# ---- design 1 ----
**Design 1: routing congestion**

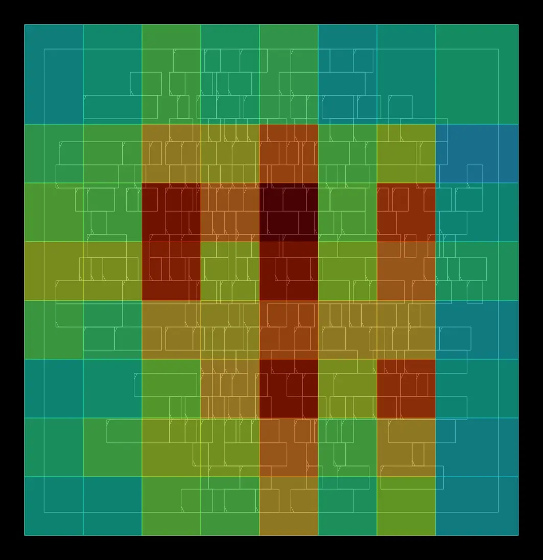

<file path="src/rtl/ins_pkg.sv">
`default_nettype none
// ============================================================================
// Module      : ins_pkg
// Description : Shared constants for the instruction sequencer: state
//               encoding, op-register bit indices and watchdog defaults.
// Revision    : 1.0 - initial release
// ============================================================================
package ins_pkg;

    localparam int c_wait_max_default = 15;
    localparam int c_cw_default       = 4;

    typedef logic [2:0] state_t;

    localparam state_t c_st_idle    = 3'd0;
    localparam state_t c_st_fetch   = 3'd1;
    localparam state_t c_st_decode  = 3'd2;
    localparam state_t c_st_operand = 3'd3;
    localparam state_t c_st_exec    = 3'd4;
    localparam state_t c_st_wait_io = 3'd5;
    localparam state_t c_st_halt    = 3'd6;
    localparam state_t c_st_err     = 3'd7;

    // Bit index equals the opcode after folding 11xx onto 00xx
    localparam int c_op_in1  = 0;
    localparam int c_op_out1 = 1;
    localparam int c_op_movi = 2;
    localparam int c_op_halt = 3;
    localparam int c_op_mova = 4;
    localparam int c_op_movb = 5;
    localparam int c_op_movc = 6;
    localparam int c_op_movd = 7;
    localparam int c_op_add  = 8;
    localparam int c_op_sub  = 9;
    localparam int c_op_jmp  = 10;
    localparam int c_op_jg   = 11;
    localparam int c_op_w    = 12;

    typedef logic [c_op_w-1:0] op_t;

endpackage : ins_pkg
`default_nettype wire

</file>
<file path="src/rtl/ins_decode.sv">
`default_nettype none
// ============================================================================
// Module      : ins_decode
// Description : Opcode decoder producing a one-hot op vector when enabled.
// Revision    : 1.0 - initial release
// ============================================================================
module ins_decode
    import ins_pkg::*;
(
    input  logic              en,
    input  logic [3:0]        ir,
    output logic [c_op_w-1:0] op
);

    logic [1:0] w_grp;
    logic [3:0] w_idx;

    // Group 11 aliases group 00
    assign w_grp = (ir[3:2] == 2'b11) ? 2'b00 : ir[3:2];
    assign w_idx = {w_grp, ir[1:0]};

    always_comb begin
        op = '0;
        if (en) begin
            op = op_t'(1) << w_idx;
        end
    end

endmodule : ins_decode
`default_nettype wire

</file>
<file path="src/rtl/ins_sequencer.sv">
`default_nettype none
// ============================================================================
// Module      : ins_sequencer
// Description : Multi-cycle instruction control sequencer with handshake
//               watchdog and sticky error state.
// Revision    : 1.0 - initial release
// ============================================================================
module ins_sequencer
    import ins_pkg::*;
#(
    parameter int WAIT_MAX = c_wait_max_default,
    parameter int CW       = c_cw_default
) (
    input  logic       clk,
    input  logic       rst,
    input  logic       start,
    input  logic [3:0] ir,
    input  logic       gt_flag,
    input  logic       mem_ready,
    input  logic       in_valid,
    input  logic       out_ready,
    output logic       mem_rd,
    output logic       ir_ld,
    output logic       imm_ld,
    output logic       pc_inc,
    output logic       pc_ld,
    output logic       reg_wr,
    output logic       alu_en,
    output logic       alu_sub,
    output logic       io_in_ack,
    output logic       io_out_vld,
    output logic       retire,
    output logic       halted,
    output logic       err
);

    state_t              r_state;
    state_t              w_state_nxt;
    op_t                 r_op;
    op_t                 w_dec_op;
    logic                w_dec_en;
    logic [CW-1:0]       r_wd;
    logic                r_halt_seen;
    logic                w_stall;
    logic                w_wd_trip;

    ins_decode u_decode (
        .en (w_dec_en),
        .ir (ir),
        .op (w_dec_op)
    );

    always_comb begin
        w_stall = 1'b0;
        case (r_state)
            c_st_fetch,
            c_st_operand: w_stall = ~mem_ready;
            c_st_wait_io: w_stall = r_op[c_op_in1] ? ~in_valid : ~out_ready;
            default:      w_stall = 1'b0;
        endcase
    end

    // Trips on the stalled cycle that would bring the count to WAIT_MAX
    assign w_wd_trip = w_stall && (r_wd == CW'(WAIT_MAX - 1));

    always_ff @(posedge clk) begin
        if (rst) begin
            r_state     <= c_st_idle;
            r_op        <= '0;
            r_wd        <= '0;
            r_halt_seen <= 1'b0;
        end else begin
            r_state     <= w_state_nxt;
            r_halt_seen <= (r_state == c_st_halt);
            if (r_state == c_st_decode) begin
                r_op <= w_dec_op;
            end
            if (w_stall) begin
                r_wd <= r_wd + CW'(1);
            end else begin
                r_wd <= '0;
            end
        end
    end

    always_comb begin
        w_state_nxt = r_state;
        w_dec_en    = 1'b0;
        mem_rd      = 1'b0;
        ir_ld       = 1'b0;
        imm_ld      = 1'b0;
        pc_inc      = 1'b0;
        pc_ld       = 1'b0;
        reg_wr      = 1'b0;
        alu_en      = 1'b0;
        alu_sub     = 1'b0;
        io_in_ack   = 1'b0;
        io_out_vld  = 1'b0;
        retire      = 1'b0;
        halted      = 1'b0;
        err         = 1'b0;

        case (r_state)
            c_st_idle: begin
                if (start) begin
                    w_state_nxt = c_st_fetch;
                end
            end

            c_st_fetch: begin
                mem_rd = 1'b1;
                if (w_wd_trip) begin
                    w_state_nxt = c_st_err;
                end else if (mem_ready) begin
                    ir_ld       = 1'b1;
                    pc_inc      = 1'b1;
                    w_state_nxt = c_st_decode;
                end
            end

            c_st_decode: begin
                w_dec_en = 1'b1;
                if (w_dec_op[c_op_jmp] || w_dec_op[c_op_jg] || w_dec_op[c_op_movi]) begin
                    w_state_nxt = c_st_operand;
                end else if (w_dec_op[c_op_in1] || w_dec_op[c_op_out1]) begin
                    w_state_nxt = c_st_wait_io;
                end else if (w_dec_op[c_op_halt]) begin
                    w_state_nxt = c_st_halt;
                end else begin
                    w_state_nxt = c_st_exec;
                end
            end

            c_st_operand: begin
                mem_rd = 1'b1;
                if (w_wd_trip) begin
                    w_state_nxt = c_st_err;
                end else if (mem_ready) begin
                    imm_ld      = 1'b1;
                    pc_inc      = 1'b1;
                    w_state_nxt = c_st_exec;
                end
            end

            c_st_exec: begin
                retire      = 1'b1;
                w_state_nxt = c_st_fetch;
                reg_wr      = r_op[c_op_mova] | r_op[c_op_movb] | r_op[c_op_movc] |
                              r_op[c_op_movd] | r_op[c_op_add]  | r_op[c_op_sub]  |
                              r_op[c_op_movi];
                alu_en      = r_op[c_op_add] | r_op[c_op_sub];
                alu_sub     = r_op[c_op_sub];
                pc_ld       = r_op[c_op_jmp] | (r_op[c_op_jg] & gt_flag);
            end

            c_st_wait_io: begin
                if (r_op[c_op_in1]) begin
                    if (in_valid) begin
                        io_in_ack   = 1'b1;
                        reg_wr      = 1'b1;
                        retire      = 1'b1;
                        w_state_nxt = c_st_fetch;
                    end else if (w_wd_trip) begin
                        w_state_nxt = c_st_err;
                    end
                end else begin
                    io_out_vld = 1'b1;
                    if (out_ready) begin
                        retire      = 1'b1;
                        w_state_nxt = c_st_fetch;
                    end else if (w_wd_trip) begin
                        w_state_nxt = c_st_err;
                    end
                end
            end

            c_st_halt: begin
                halted = 1'b1;
                // The halt instruction retires once, on the cycle HALT is entered
                retire = r_op[c_op_halt] & ~r_halt_seen;
                if (start) begin
                    w_state_nxt = c_st_fetch;
                end
            end

            c_st_err: begin
                err = 1'b1;
            end

            default: begin
                w_state_nxt = c_st_idle;
            end
        endcase
    end

endmodule : ins_sequencer
`default_nettype wire

</file>
<file path="config.mk">
export PLATFORM = sky130hd
export DESIGN_NAME = ins_sequencer
export DESIGN_NICKNAME = d
export VERILOG_FILES = /design/src/rtl/ins_pkg.sv /design/src/rtl/ins_decode.sv /design/src/rtl/ins_sequencer.sv
export SDC_FILE = /design/constraint.sdc
export NUM_CORES = 1
export LEC_CHECK = 0
export ABC_AREA = 1
export CAP_MARGIN = 20
export CORE_AREA = 2 2 56 58
export CTS_CLUSTER_DIAMETER = 60
export DETAILED_ROUTE_END_ITERATION = 7
export DIE_AREA = 0 0 58 60
export PLACE_DENSITY = 0.66
export SLEW_MARGIN = 20
export SYNTH_ARGS = -nofsm -noshare
export SYNTH_HDL_FRONTEND = slang
export SYNTH_SLANG_ARGS = --single-unit
</file>
<file path="constraint.sdc">
create_clock -name clk -period 1.8 [get_ports clk]
set_input_delay 0.36 -clock clk [delete_from_list [all_inputs] [get_ports clk]]
set_output_delay 0.36 -clock clk [all_outputs]
set_load 0.005 [all_outputs]
</file>
# ---- design 2 ----
## config.mk

```make
export PLATFORM = sky130hd
export DESIGN_NAME = pipe_stage_skid
export DESIGN_NICKNAME = d
export VERILOG_FILES = /design/src/rtl/pipe_pkg.sv /design/src/rtl/pipe_stage_skid.sv
export SDC_FILE = /design/constraint.sdc
export NUM_CORES = 1
export LEC_CHECK = 0
export CAP_MARGIN = 10
export CORE_MARGIN = 2
export CORE_UTILIZATION = 49
export DETAILED_ROUTE_END_ITERATION = 7
export PLACE_DENSITY = 0.8
export SETUP_SLACK_MARGIN = 0.15
export SLEW_MARGIN = 25
export SYNTH_ARGS = -nofsm -noshare
export SYNTH_HDL_FRONTEND = slang
export SYNTH_SLANG_ARGS = --single-unit
```

## constraint.sdc

```tcl
create_clock -name clk -period 2.7 [get_ports clk]
set_input_delay 0.405 -clock clk [delete_from_list [all_inputs] [get_ports clk]]
set_output_delay 0.405 -clock clk [all_outputs]
set_load 0.01 [all_outputs]
```

## src/rtl/pipe_pkg.sv

```systemverilog
// pipe_pkg: stage-boundary payload bundles, widths and occupancy codes shared by the pipeline registers.
package pipe_pkg;
   typedef struct packed {
      logic [31:0] pc;
      logic [31:0] pc_plus4;
      logic [31:0] instruction;
   } ifid_t;
   typedef struct packed {
      logic [31:0] pc;
      logic [31:0] pc_plus4;
      logic [31:0] rd1;
      logic [31:0] rd2;
      logic [31:0] imm;
      logic [4:0]  rd;
      logic        reg_write;
      logic [1:0]  result_src;
      logic        mem_write;
      logic [2:0]  alu_ctrl;
      logic        alu_src;
      logic        branch;
      logic        jump;
   } idex_t;
   typedef struct packed {
      logic [31:0] alu_result;
      logic [31:0] write_data;
      logic [31:0] pc_plus4;
      logic [31:0] instruction;
      logic [4:0]  rd;
      logic        reg_write;
      logic [1:0]  result_src;
      logic        mem_write;
   } exmem_t;
   typedef struct packed {
      logic [31:0] alu_result;
      logic [31:0] r_data;
      logic [31:0] pc_plus4;
      logic [31:0] instruction;
      logic [4:0]  rd;
      logic        reg_write;
      logic [1:0]  result_src;
   } memwb_t;
   localparam int IFID_W  = $bits(ifid_t);
   localparam int IDEX_W  = $bits(idex_t);
   localparam int EXMEM_W = $bits(exmem_t);
   localparam int MEMWB_W = $bits(memwb_t);
   localparam logic [1:0] OCC_EMPTY = 2'd0;
   localparam logic [1:0] OCC_ONE   = 2'd1;
   localparam logic [1:0] OCC_TWO   = 2'd2;
endpackage

```

## src/rtl/pipe_stage_skid.sv

```systemverilog
// pipe_stage_skid: generic valid/ready pipeline register with flush and optional two-entry skid buffer.
module pipe_stage_skid
   import pipe_pkg::*;
#(
   parameter int DATA_W = MEMWB_W,
   parameter bit SKID   = 1'b1
) (
   input  logic              clk,
   input  logic              reset,
   input  logic              flush,
   input  logic              in_valid,
   output logic              in_ready,
   input  logic [DATA_W-1:0] in_data,
   output logic              out_valid,
   input  logic              out_ready,
   output logic [DATA_W-1:0] out_data,
   output logic [1:0]        occupancy
);
   logic [DATA_W-1:0] main_q, main_d;
   logic [1:0]        occ_q, occ_d;
   logic              acc, drain;
   assign out_valid = occ_q != OCC_EMPTY;
   assign out_data  = main_q;
   assign occupancy = occ_q;
   assign acc       = in_valid & in_ready & ~flush;
   assign drain     = out_valid & out_ready;
   // occupancy is the entry count, so it moves by accept minus drain
   always_comb occ_d = flush ? OCC_EMPTY : occ_q + {1'b0, acc} - {1'b0, drain};
   always_ff @(posedge clk) begin
      if (reset) begin
         occ_q  <= OCC_EMPTY;
         main_q <= '0;
      end else begin
         occ_q  <= occ_d;
         main_q <= main_d;
      end
   end
   generate
      if (SKID) begin : g_skid
         logic [DATA_W-1:0] skid_q, skid_d;
         assign in_ready = occ_q != OCC_TWO;
         // main always holds the oldest entry; empty slots are kept zero so bubbles are all-zero
         always_comb begin
            main_d = flush ? '0
                   : (occ_q == OCC_TWO) ? (drain ? skid_q : main_q)
                   : (drain | (occ_q == OCC_EMPTY)) ? (acc ? in_data : '0)
                   : main_q;
            skid_d = flush ? '0
                   : ((occ_q == OCC_TWO) & drain) ? '0
                   : ((occ_q == OCC_ONE) & acc & ~drain) ? in_data
                   : skid_q;
         end
         always_ff @(posedge clk) begin
            if (reset) skid_q <= '0;
            else       skid_q <= skid_d;
         end
      end else begin : g_reg
         assign in_ready = (occ_q == OCC_EMPTY) | out_ready;
         always_comb main_d = flush ? '0 : acc ? in_data : drain ? '0 : main_q;
      end
   endgenerate
endmodule

```

**Design 2: signal wires by layer**

Only two layers are drawn.
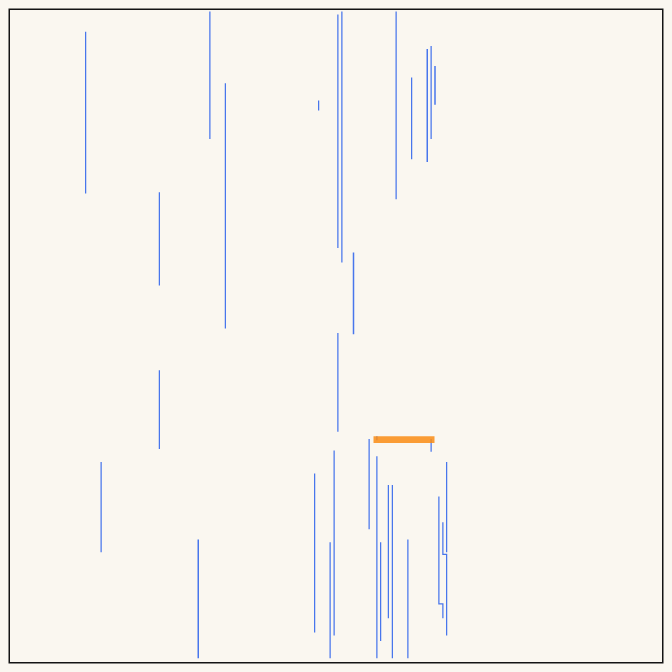
color	layer	wire length
blue	met4	875 µm
orange	met5	12.9 µm

**Design 2: pin placement**

Pins as bars across the die edge, other pins in gray.
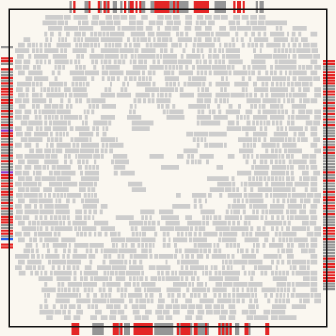
color	port	pins	direction	edge
blue	flush	1	input	left
red	in_data	136	input	36 right, 35 bottom, 33 left, 32 top
purple	occupancy	2	output	left
all pins by edge	83 right, 68 left, 68 bottom, 62 top

==> impl.org, design 2 <==
#+TITLE: Implementation results

** Final layout
- Seq area share :: 0.3674
- Area added between synthesis and finish :: 34.42%
- Combined area of the multi-input logic cells :: 4950 µm²
- The design has around 270 sequential cells.
- Cell area after layout :: 14930 µm²
- Filler-free cell count of the finished design :: ~1900
- The fraction of final cell area spent on clock buffers and inverters in this run is 0.06915.
- Count of plain and timing-repair buffers in the layout :: 295

** Final timing
- Once routing completed, OpenROAD measured the worst setup slack at between 200 and 300 ps.
- The final max-slew violation count recorded for this run is 0.
- Of the available clock period, the critical path in the final layout requires 0.9010.
- Fmax :: 411.1 MHz

** Synthesis
- Average size of a mapped cell :: 7.882 µm²
- Synthesis produced a netlist whose cell count is ~1400.
- Counting flops with a built-in enable in the synthesized netlist gives 0.
- Per the Yosys statistics, synthesis produced 1409 cells.
- The cell-mix breakdown from Yosys lists the XOR/XNOR area share as 0.001577.
- Synth top area share :: 0.4939

** Floorplan
- Pin placement for this block handled approximately 280 I/O pins.
- According to the floorplan report, the die height is roughly 150 µm.
- At the floorplan stage, the core utilization is reported as 0.4950.
- Die Span X :: 154.5 µm

** Clocking
- In this run the clock root is driven by a sky130_fd_sc_hd__clkbuf_16.
- Counting along the longest clock path gives a buffer depth of 3.
- Resize count post-CTS :: 0

** Worst setup path
- For this run, the slowest stage of the critical path takes a little under 600 ps.
- Per STA, the worst path is made up of and2b_4, inv_4, clkdlybuf4s50_1.
- Sort of element at the end of the critical path :: primary output
- STA puts the critical path data required time at around 2300 ps.
- Critical Path Source Type :: flip-flop

** Run status
- The flow ran to the end, and the final reports show no timing, DRC or antenna violations.

** Detailed routing
- Number of vias per cell after detailed routing :: 6.062
- Drt drc :: 0
- Detailed routing inserted a total of about 11000 vias.

** Placement
- STA on the placed design reports a worst setup slack of 393.6 ps.
- HPWL Detailed :: between 15000 and 20000 µm

** Global routing
- Number of global-route vias before repair :: 10530
- Gr busiest metal :: met2
- The first global-routing pass estimated roughly 54000 µm of wire.
[design 2: worst paths after layout]
check	endpoint	depth (start not counted)	startpoint
max	in_ready	3	occupancy[0]
min reg2reg	out_data[127]	2	g_skid.skid_q[127]
min	g_skid.skid_q[73]	3	in_data[73]
max reg2reg	occupancy[1]	9	occupancy[0]
[design 2: power breakdown]
group	internal (mW)	switching, mW
logic	0.401	0.472
clock network	2.67	1.59
registers	4.11	0.0383
[design 2: flip-flops by register name, indices dropped and copies added (netlist names)]
| register | cells |
|---|---|
| g_skid.skid_q | 136 |
| out_data | 136 |
| occupancy | 2 |
**Design 1: register map, names as in the netlist**

Other sequential cells in the stronger gray, the rest of the logic in the fainter gray.
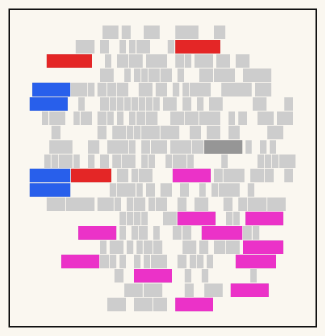
color	netlist name	sequential cells
blue	r_wd	4
red	r_state	3
magenta	r_op	11
not colored	1
Sequential cell area: 395.4 µm²
final core utilization: 0.5483

## Picture notes: 'routing congestion' of design 1
met3 layer usage reported by global route: 0.04762
grt met1 use: 0.2143
gr busiest metal: met2
average wire per standard cell: 12.34 µm

==> impl.org, design 1 <==
#+TITLE: Implementation results

** Run status
- Outcome :: finished clean

** Worst setup path
- Sort of element at the end of the critical path :: primary output
- Broken down by cell family, the worst path's largest delay share belongs to buffers and inverters.
- Endpoint arrival time on the critical path :: between 1000 and 1500 ps
- STA classifies the critical path startpoint as a flip-flop.
- Counting stages on the worst path, the most repeated cell is sky130_fd_sc_hd__inv_2.
- The largest individual stage delay along the critical path comes from the cell sky130_fd_sc_hd__dfxtp_2.
- The largest single stage delay on the critical path is between 300 and 400 ps.

** Final layout
- The final layout report lists a non-clock inverter count of 24.
- The final layout report lists a non-clock buffer count of between 40 and 50.
- Multi-input gates :: 118
- Fraction of final layout cells with drive strength greater than 1 :: 0.3412
- Summing all non-filler instances in the final layout gives an area of 1592 µm².

** Clocking
- Clk latency late pin :: ~320 ps
- CTS Root Cell :: sky130_fd_sc_hd__clkbuf_4

** Synthesis
- Compound Share, Synth :: 0.1152
- Post-synth area from yosys stat :: around 1100 µm²
- Count of mapped cells out of synthesis :: between 150 and 200
- Per the synthesis report, the XOR/XNOR share of the synthesized area is 0.02395.
- Per the synthesis report, the adder-cell share of the synthesized area is 0.02281.
- Before any placement, the netlist area is recorded as between 1000 and 1500 µm².
- Counting flops with an async set or reset pin after synthesis yields a share of 0.

** Placement
- DP Worst Slack :: -572.2 ps

** Final timing
- Final worst path period share :: 0.9833
- Final WS setup :: between 30 and 40 ps
- Hold is met by approximately 480 ps.
- Setup repair after global routing could not meet its margin everywhere.

** Power
- Gate power share :: 0.563
- Combinational power :: 1.01 mW
- The worst VDD IR drop from the latest analysis is between 700 and 800 µV.
- Sequential power :: 548 µW
- Sequential cell fraction of total power :: 0.305
- Main power-consuming group :: combinational cells
- Share of power burned in the clock network :: 0.132

** Detailed routing
- WL met1 :: roughly 1300 µm
- Metal2 WL :: 1524 µm

** Floorplan
- I/O pin count :: 24
- Total Die Area :: between 3000 and 4000 µm²
- The die is roughly 60 µm tall.

** Global routing
- Number of antenna violations at the first check in global routing :: 0
-- design 1: final timing paths --
check	cells past startpoint	start	end	slack (ps)
min reg2reg	2	r_op[10]	r_op[10]	480
min	2	r_op[10]	r_op[10]	480
max	7	r_state[1]	alu_sub	30
max reg2reg	10	r_state[2]	r_state[2]	260
-- design 1: timing repair --
| action | 4_1_cts | 5_1_grt |
|---|---|---|
| gates resized | 46 | 24 |
| buffers inserted | 6 | 2 |
| endpoints found under the setup margin | 13 | 8 |
| pin swaps | 4 | 6 |
-- design 1: flip-flops by register name, summed over array words and instances (netlist names) --
signal,count
r_op,11
r_halt_seen,1
r_state,3
r_wd,4

# ---- design 3 ----
**Design 3: signal wires by layer**

Only two layers are drawn.
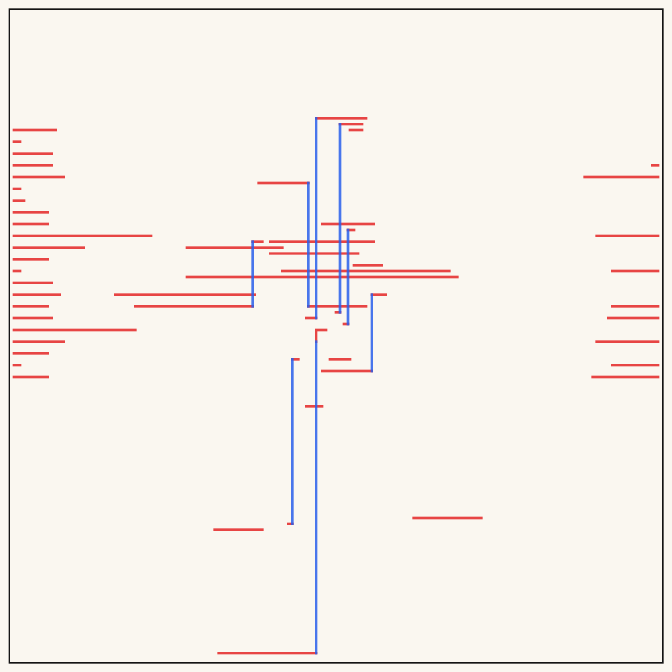
**Design 3: signal wires on met3**

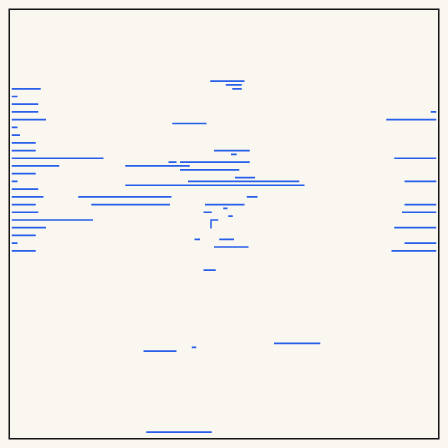
$ cat src/rtl/seven_seg_scanner.sv
// Multiplexed seven-segment scanner: lights one digit at a time, with dark anti-ghosting gaps between digits.
// Define SEVEN_SEG_LZB_EN to enable leading-zero blanking.
module seven_seg_scanner #(
   parameter int DIGITS       = 6,
   parameter int DWELL_CYCLES = 1000,
   parameter int BLANK_CYCLES = 16
) (
   input  logic                  clk_i,
   input  logic                  rst_i,
   input  logic                  enable_i,
   input  logic [DIGITS*7-1:0]   seven_seg_i,
   output logic [6:0]            segments_o,
   output logic [DIGITS-1:0]     digit_sel_o,
   output logic                  frame_o
);

   localparam int CNT_MAX = (DWELL_CYCLES > BLANK_CYCLES) ? DWELL_CYCLES : BLANK_CYCLES;
   localparam int CNT_W   = $clog2(CNT_MAX + 1);
   localparam int IDX_W   = (DIGITS > 1) ? $clog2(DIGITS) : 1;

   localparam logic [CNT_W-1:0] DWELL_LAST = CNT_W'(DWELL_CYCLES - 1);
   localparam logic [CNT_W-1:0] BLANK_LAST = CNT_W'((BLANK_CYCLES > 0) ? BLANK_CYCLES - 1 : 0);
   localparam logic [IDX_W-1:0] IDX_LAST   = IDX_W'(DIGITS - 1);

   localparam logic [0:0] ST_BLANK = 1'b0;
   localparam logic [0:0] ST_SHOW  = 1'b1;

   logic [0:0]        state_q, state_d;
   logic [IDX_W-1:0]  idx_q, idx_d;
   logic [CNT_W-1:0]  cnt_q, cnt_d;
   logic [6:0]        seg_q, seg_d;
   logic [DIGITS-1:0] sel_q, sel_d;
   logic              frame_q, frame_d;

   logic [6:0]        pat [DIGITS];
   logic [IDX_W-1:0]  idx_next;
   logic [IDX_W-1:0]  load_idx;
   logic [6:0]        pat_sel;

   always_comb begin
      for (int i = 0; i < DIGITS; i++) begin
         pat[i] = seven_seg_i[i*7 +: 7];
      end
   end

   // The digit about to be lit: the held index when leaving BLANK, the next one on a direct SHOW->SHOW step.
   always_comb begin
      idx_next = (idx_q == IDX_LAST) ? '0 : idx_q + IDX_W'(1);
      load_idx = (state_q == ST_SHOW) ? idx_next : idx_q;
   end

`ifdef SEVEN_SEG_LZB_EN
   logic [DIGITS-1:0] lead_zero;

   always_comb begin
      logic all_zero;
      all_zero  = 1'b1;
      lead_zero = '0;
      for (int i = DIGITS - 1; i > 0; i--) begin
         all_zero     = all_zero && (pat[i] == 7'h3F);
         lead_zero[i] = all_zero;
      end
      pat_sel = lead_zero[load_idx] ? 7'h00 : pat[load_idx];
   end
`else
   always_comb begin
      pat_sel = pat[load_idx];
   end
`endif

   // NOTE: every _d gets a default before the case, so no path leaves it unassigned and no latch is inferred.
   always_comb begin
      logic load;
      state_d = state_q;
      idx_d   = idx_q;
      cnt_d   = cnt_q;
      seg_d   = seg_q;
      sel_d   = sel_q;
      frame_d = 1'b0;
      load    = 1'b0;

      if (!enable_i) begin
         state_d = ST_BLANK;
         cnt_d   = '0;
         seg_d   = '0;
         sel_d   = '0;
      end else begin
         case (state_q)
            ST_BLANK: begin
               if (BLANK_CYCLES == 0 || cnt_q == BLANK_LAST) begin
                  state_d = ST_SHOW;
                  cnt_d   = '0;
                  load    = 1'b1;
               end else begin
                  cnt_d = cnt_q + CNT_W'(1);
               end
            end
            ST_SHOW: begin
               if (cnt_q == DWELL_LAST) begin
                  idx_d = idx_next;
                  cnt_d = '0;
                  if (BLANK_CYCLES == 0) begin
                     load = 1'b1;
                  end else begin
                     state_d = ST_BLANK;
                     seg_d   = '0;
                     sel_d   = '0;
                  end
               end else begin
                  cnt_d = cnt_q + CNT_W'(1);
               end
            end
            default: state_d = ST_BLANK;
         endcase
      end

      if (load) begin
         seg_d   = pat_sel;
         sel_d   = DIGITS'(1) << load_idx;
         frame_d = (load_idx == '0);
      end
   end

   // NOTE: state updates use <= so every flop samples the pre-edge values; the async reset blanks the display at once.
   always_ff @(posedge clk_i or posedge rst_i) begin
      if (rst_i) begin
         state_q <= ST_BLANK;
         idx_q   <= '0;
         cnt_q   <= '0;
         seg_q   <= '0;
         sel_q   <= '0;
         frame_q <= 1'b0;
      end else begin
         state_q <= state_d;
         idx_q   <= idx_d;
         cnt_q   <= cnt_d;
         seg_q   <= seg_d;
         sel_q   <= sel_d;
         frame_q <= frame_d;
      end
   end

   assign segments_o  = seg_q;
   assign digit_sel_o = sel_q;
   assign frame_o     = frame_q;

endmodule
$ cat config.mk
export PLATFORM = sky130hd
export DESIGN_NAME = seven_seg_scanner
export DESIGN_NICKNAME = d
export VERILOG_FILES = /design/src/rtl/seven_seg_scanner.sv
export SDC_FILE = /design/constraint.sdc
export NUM_CORES = 1
export LEC_CHECK = 0
export ABC_AREA = 1
export CAP_MARGIN = 20
export CORE_MARGIN = 4
export CORE_UTILIZATION = 42
export CTS_CLUSTER_SIZE = 24
export DETAILED_ROUTE_END_ITERATION = 7
export PLACE_DENSITY = 0.72
export SYNTH_ARGS = -nofsm -noshare
export SYNTH_HDL_FRONTEND = slang
export SYNTH_SLANG_ARGS = --single-unit
$ cat constraint.sdc
create_clock -name clk_i -period 1.3 [get_ports clk_i]
set_input_delay 0.325 -clock clk_i [delete_from_list [all_inputs] [get_ports clk_i]]
set_output_delay 0.325 -clock clk_i [all_outputs]
set_load 0.02 [all_outputs]
==> impl.org <==
#+TITLE: Implementation results

** Run status
- The run finished, with violations left.
- The final reports fail on negative setup slack.

** Clocking
- CTS Root Cell :: sky130_fd_sc_hd__clkbuf_8
- Maximum root-to-sink buffer count :: 2
- CTS added clock buffers totalling 3.
- The report lists the number of cells resized after CTS as approximately 49.
- Number of levels the H-tree was split into :: 1
- Buffers inserted to repair hold after CTS numbered 0.
- TritonCTS built the clock tree.
- The skew report gives the latency at the later pin of the worst-skew pair as around 270 ps.

** Synthesis
- Of the total synthesized cell area, the portion taken by AND, OR, NAND and NOR gates is 0.4607.
- Count of distinct cell types in the synthesized netlist :: 25
- Post-synth area from yosys stat :: ~1900 µm²
- Counting flops with an async set or reset pin after synthesis yields a share of 1.000.
- By instance count, the leading cell after synthesis is sky130_fd_sc_hd__nand2_1.
- The Yosys step of the flow raised 0 warnings.
- By area, the combinational part of the netlist is dominated by simple AND/OR/NAND/NOR gates.
- The cell type that accounts for the most area after synthesis is sky130_fd_sc_hd__dfrtp_1.

** Worst setup path
- Worst path most repeated cell :: sky130_fd_sc_hd__nand2_1
- Cell family with most CP delay :: flip-flops
- Endpoint arrival time on the critical path :: roughly 1600 ps
- In the setup report, the worst path falls into the class reg -> reg.
- The report puts the cell count of the worst reg-to-reg path at 8.
- The critical path endpoint has a required time of 1470 ps.
- The capture point of the critical path was reported as segments_o[4].
- Largest fanout on the critical path :: 7

** Global routing
- In the global route stage, overall resource usage came out at 0.1935.
- The total overflow left after global routing is 0.
- Global-route wire length before repair :: a little under 9000 µm

** Final layout
- In the final layout, the clock buffer count is 3.
- The design has 28 sequential cells.
- Multi-input logic gates represent a cell area share of 0.3907.
- The final antenna diode tally reported by the flow is 0.
- Cell area after layout :: ~3200 µm²
- Count of plain and timing-repair buffers in the layout :: approximately 110
- Layout Nets :: ~440
- Flip-flop count of the largest register after layout :: 10
- Seq area share :: 0.2186
- Multi-input combinational cells in the finished layout were counted as 222.

** Detailed routing
- Top layer used by detailed routing :: met4
- Nets still carrying antenna violations after routing amount to 0.
- The post-route report lists met1 wire length as approximately 2500 µm.
- Metal2 WL :: between 2000 and 3000 µm
- Average wire per standard cell :: 13.10 µm

** Final timing
- Headroom to the max-slew limit came out at 0.8560.
- Based on the critical path, the design can be clocked at up to around 680 MHz.
- The final report lists the setup-violating endpoint count as 26.
- After layout, the worst setup slack is -162.1 ps.
- For the final routed database, the setup TNS stands at -2926 ps.
- In the final run the clock tree shows a worst skew of 6.696 ps.

** Power
- The share of total power dissipated in the clock network is 0.281.
- The power report attributes to the sequential group a share of 0.533.
- Combinational power :: approximately 310 µW
- Sequential power :: about 880 µW
- Peak supply drop :: ~370 µV
- The final power report lists total power as roughly 1.7 mW.
- PD cells :: a little over 500 nW/µm²

** Floorplan
- Total Die Area :: 5689 µm²
- Die Span X :: between 70 and 80 µm
- Measured along the y axis, the die boundary spans 75.43 µm.
- Fraction of the core area occupied by cells at floorplan :: 0.4355

** Hold path
- Type of the worst min-delay path :: in -> async

** Placement
- Total of buffers placed on input and output ports :: about 58
- HPWL Detailed :: 3880 µm

** Flow run
- Number of logged tool warnings :: 29
Notes on 'signal wires by layer' of design 3 above:
color	layer	wire length
blue	met4	141 µm
red	met3	345 µm

Notes on 'signal wires on met3' of design 3 above:
share of all routed wire	5.9%
nets with wire on the layer	51
longest straight run	31.3 µm
wire length on this layer	345 µm
number of vias in the routed layout: 2182
met3 layer usage reported by global route: 0.03298
wire length reported by the detailed router: 5868 µm

-- worst min-delay path by stage --
stage / slack (ps) / cells past startpoint / startpoint / endpoint
2_1_floorplan: 390 / 1 / rst_i / cnt_q[0]
3_3_place_gp: 490 / 2 / segments_o[1] / segments_o[1]
3_5_place_dp: 490 / 2 / segments_o[4] / segments_o[4]
4_1_cts: 410 / 3 / rst_i / digit_sel_o[4]
5_1_grt: 440 / 3 / rst_i / segments_o[4]
6_report: 400 / 3 / rst_i / digit_sel_o[4]

No activity file was given, so power comes from the tool's default toggle rates.
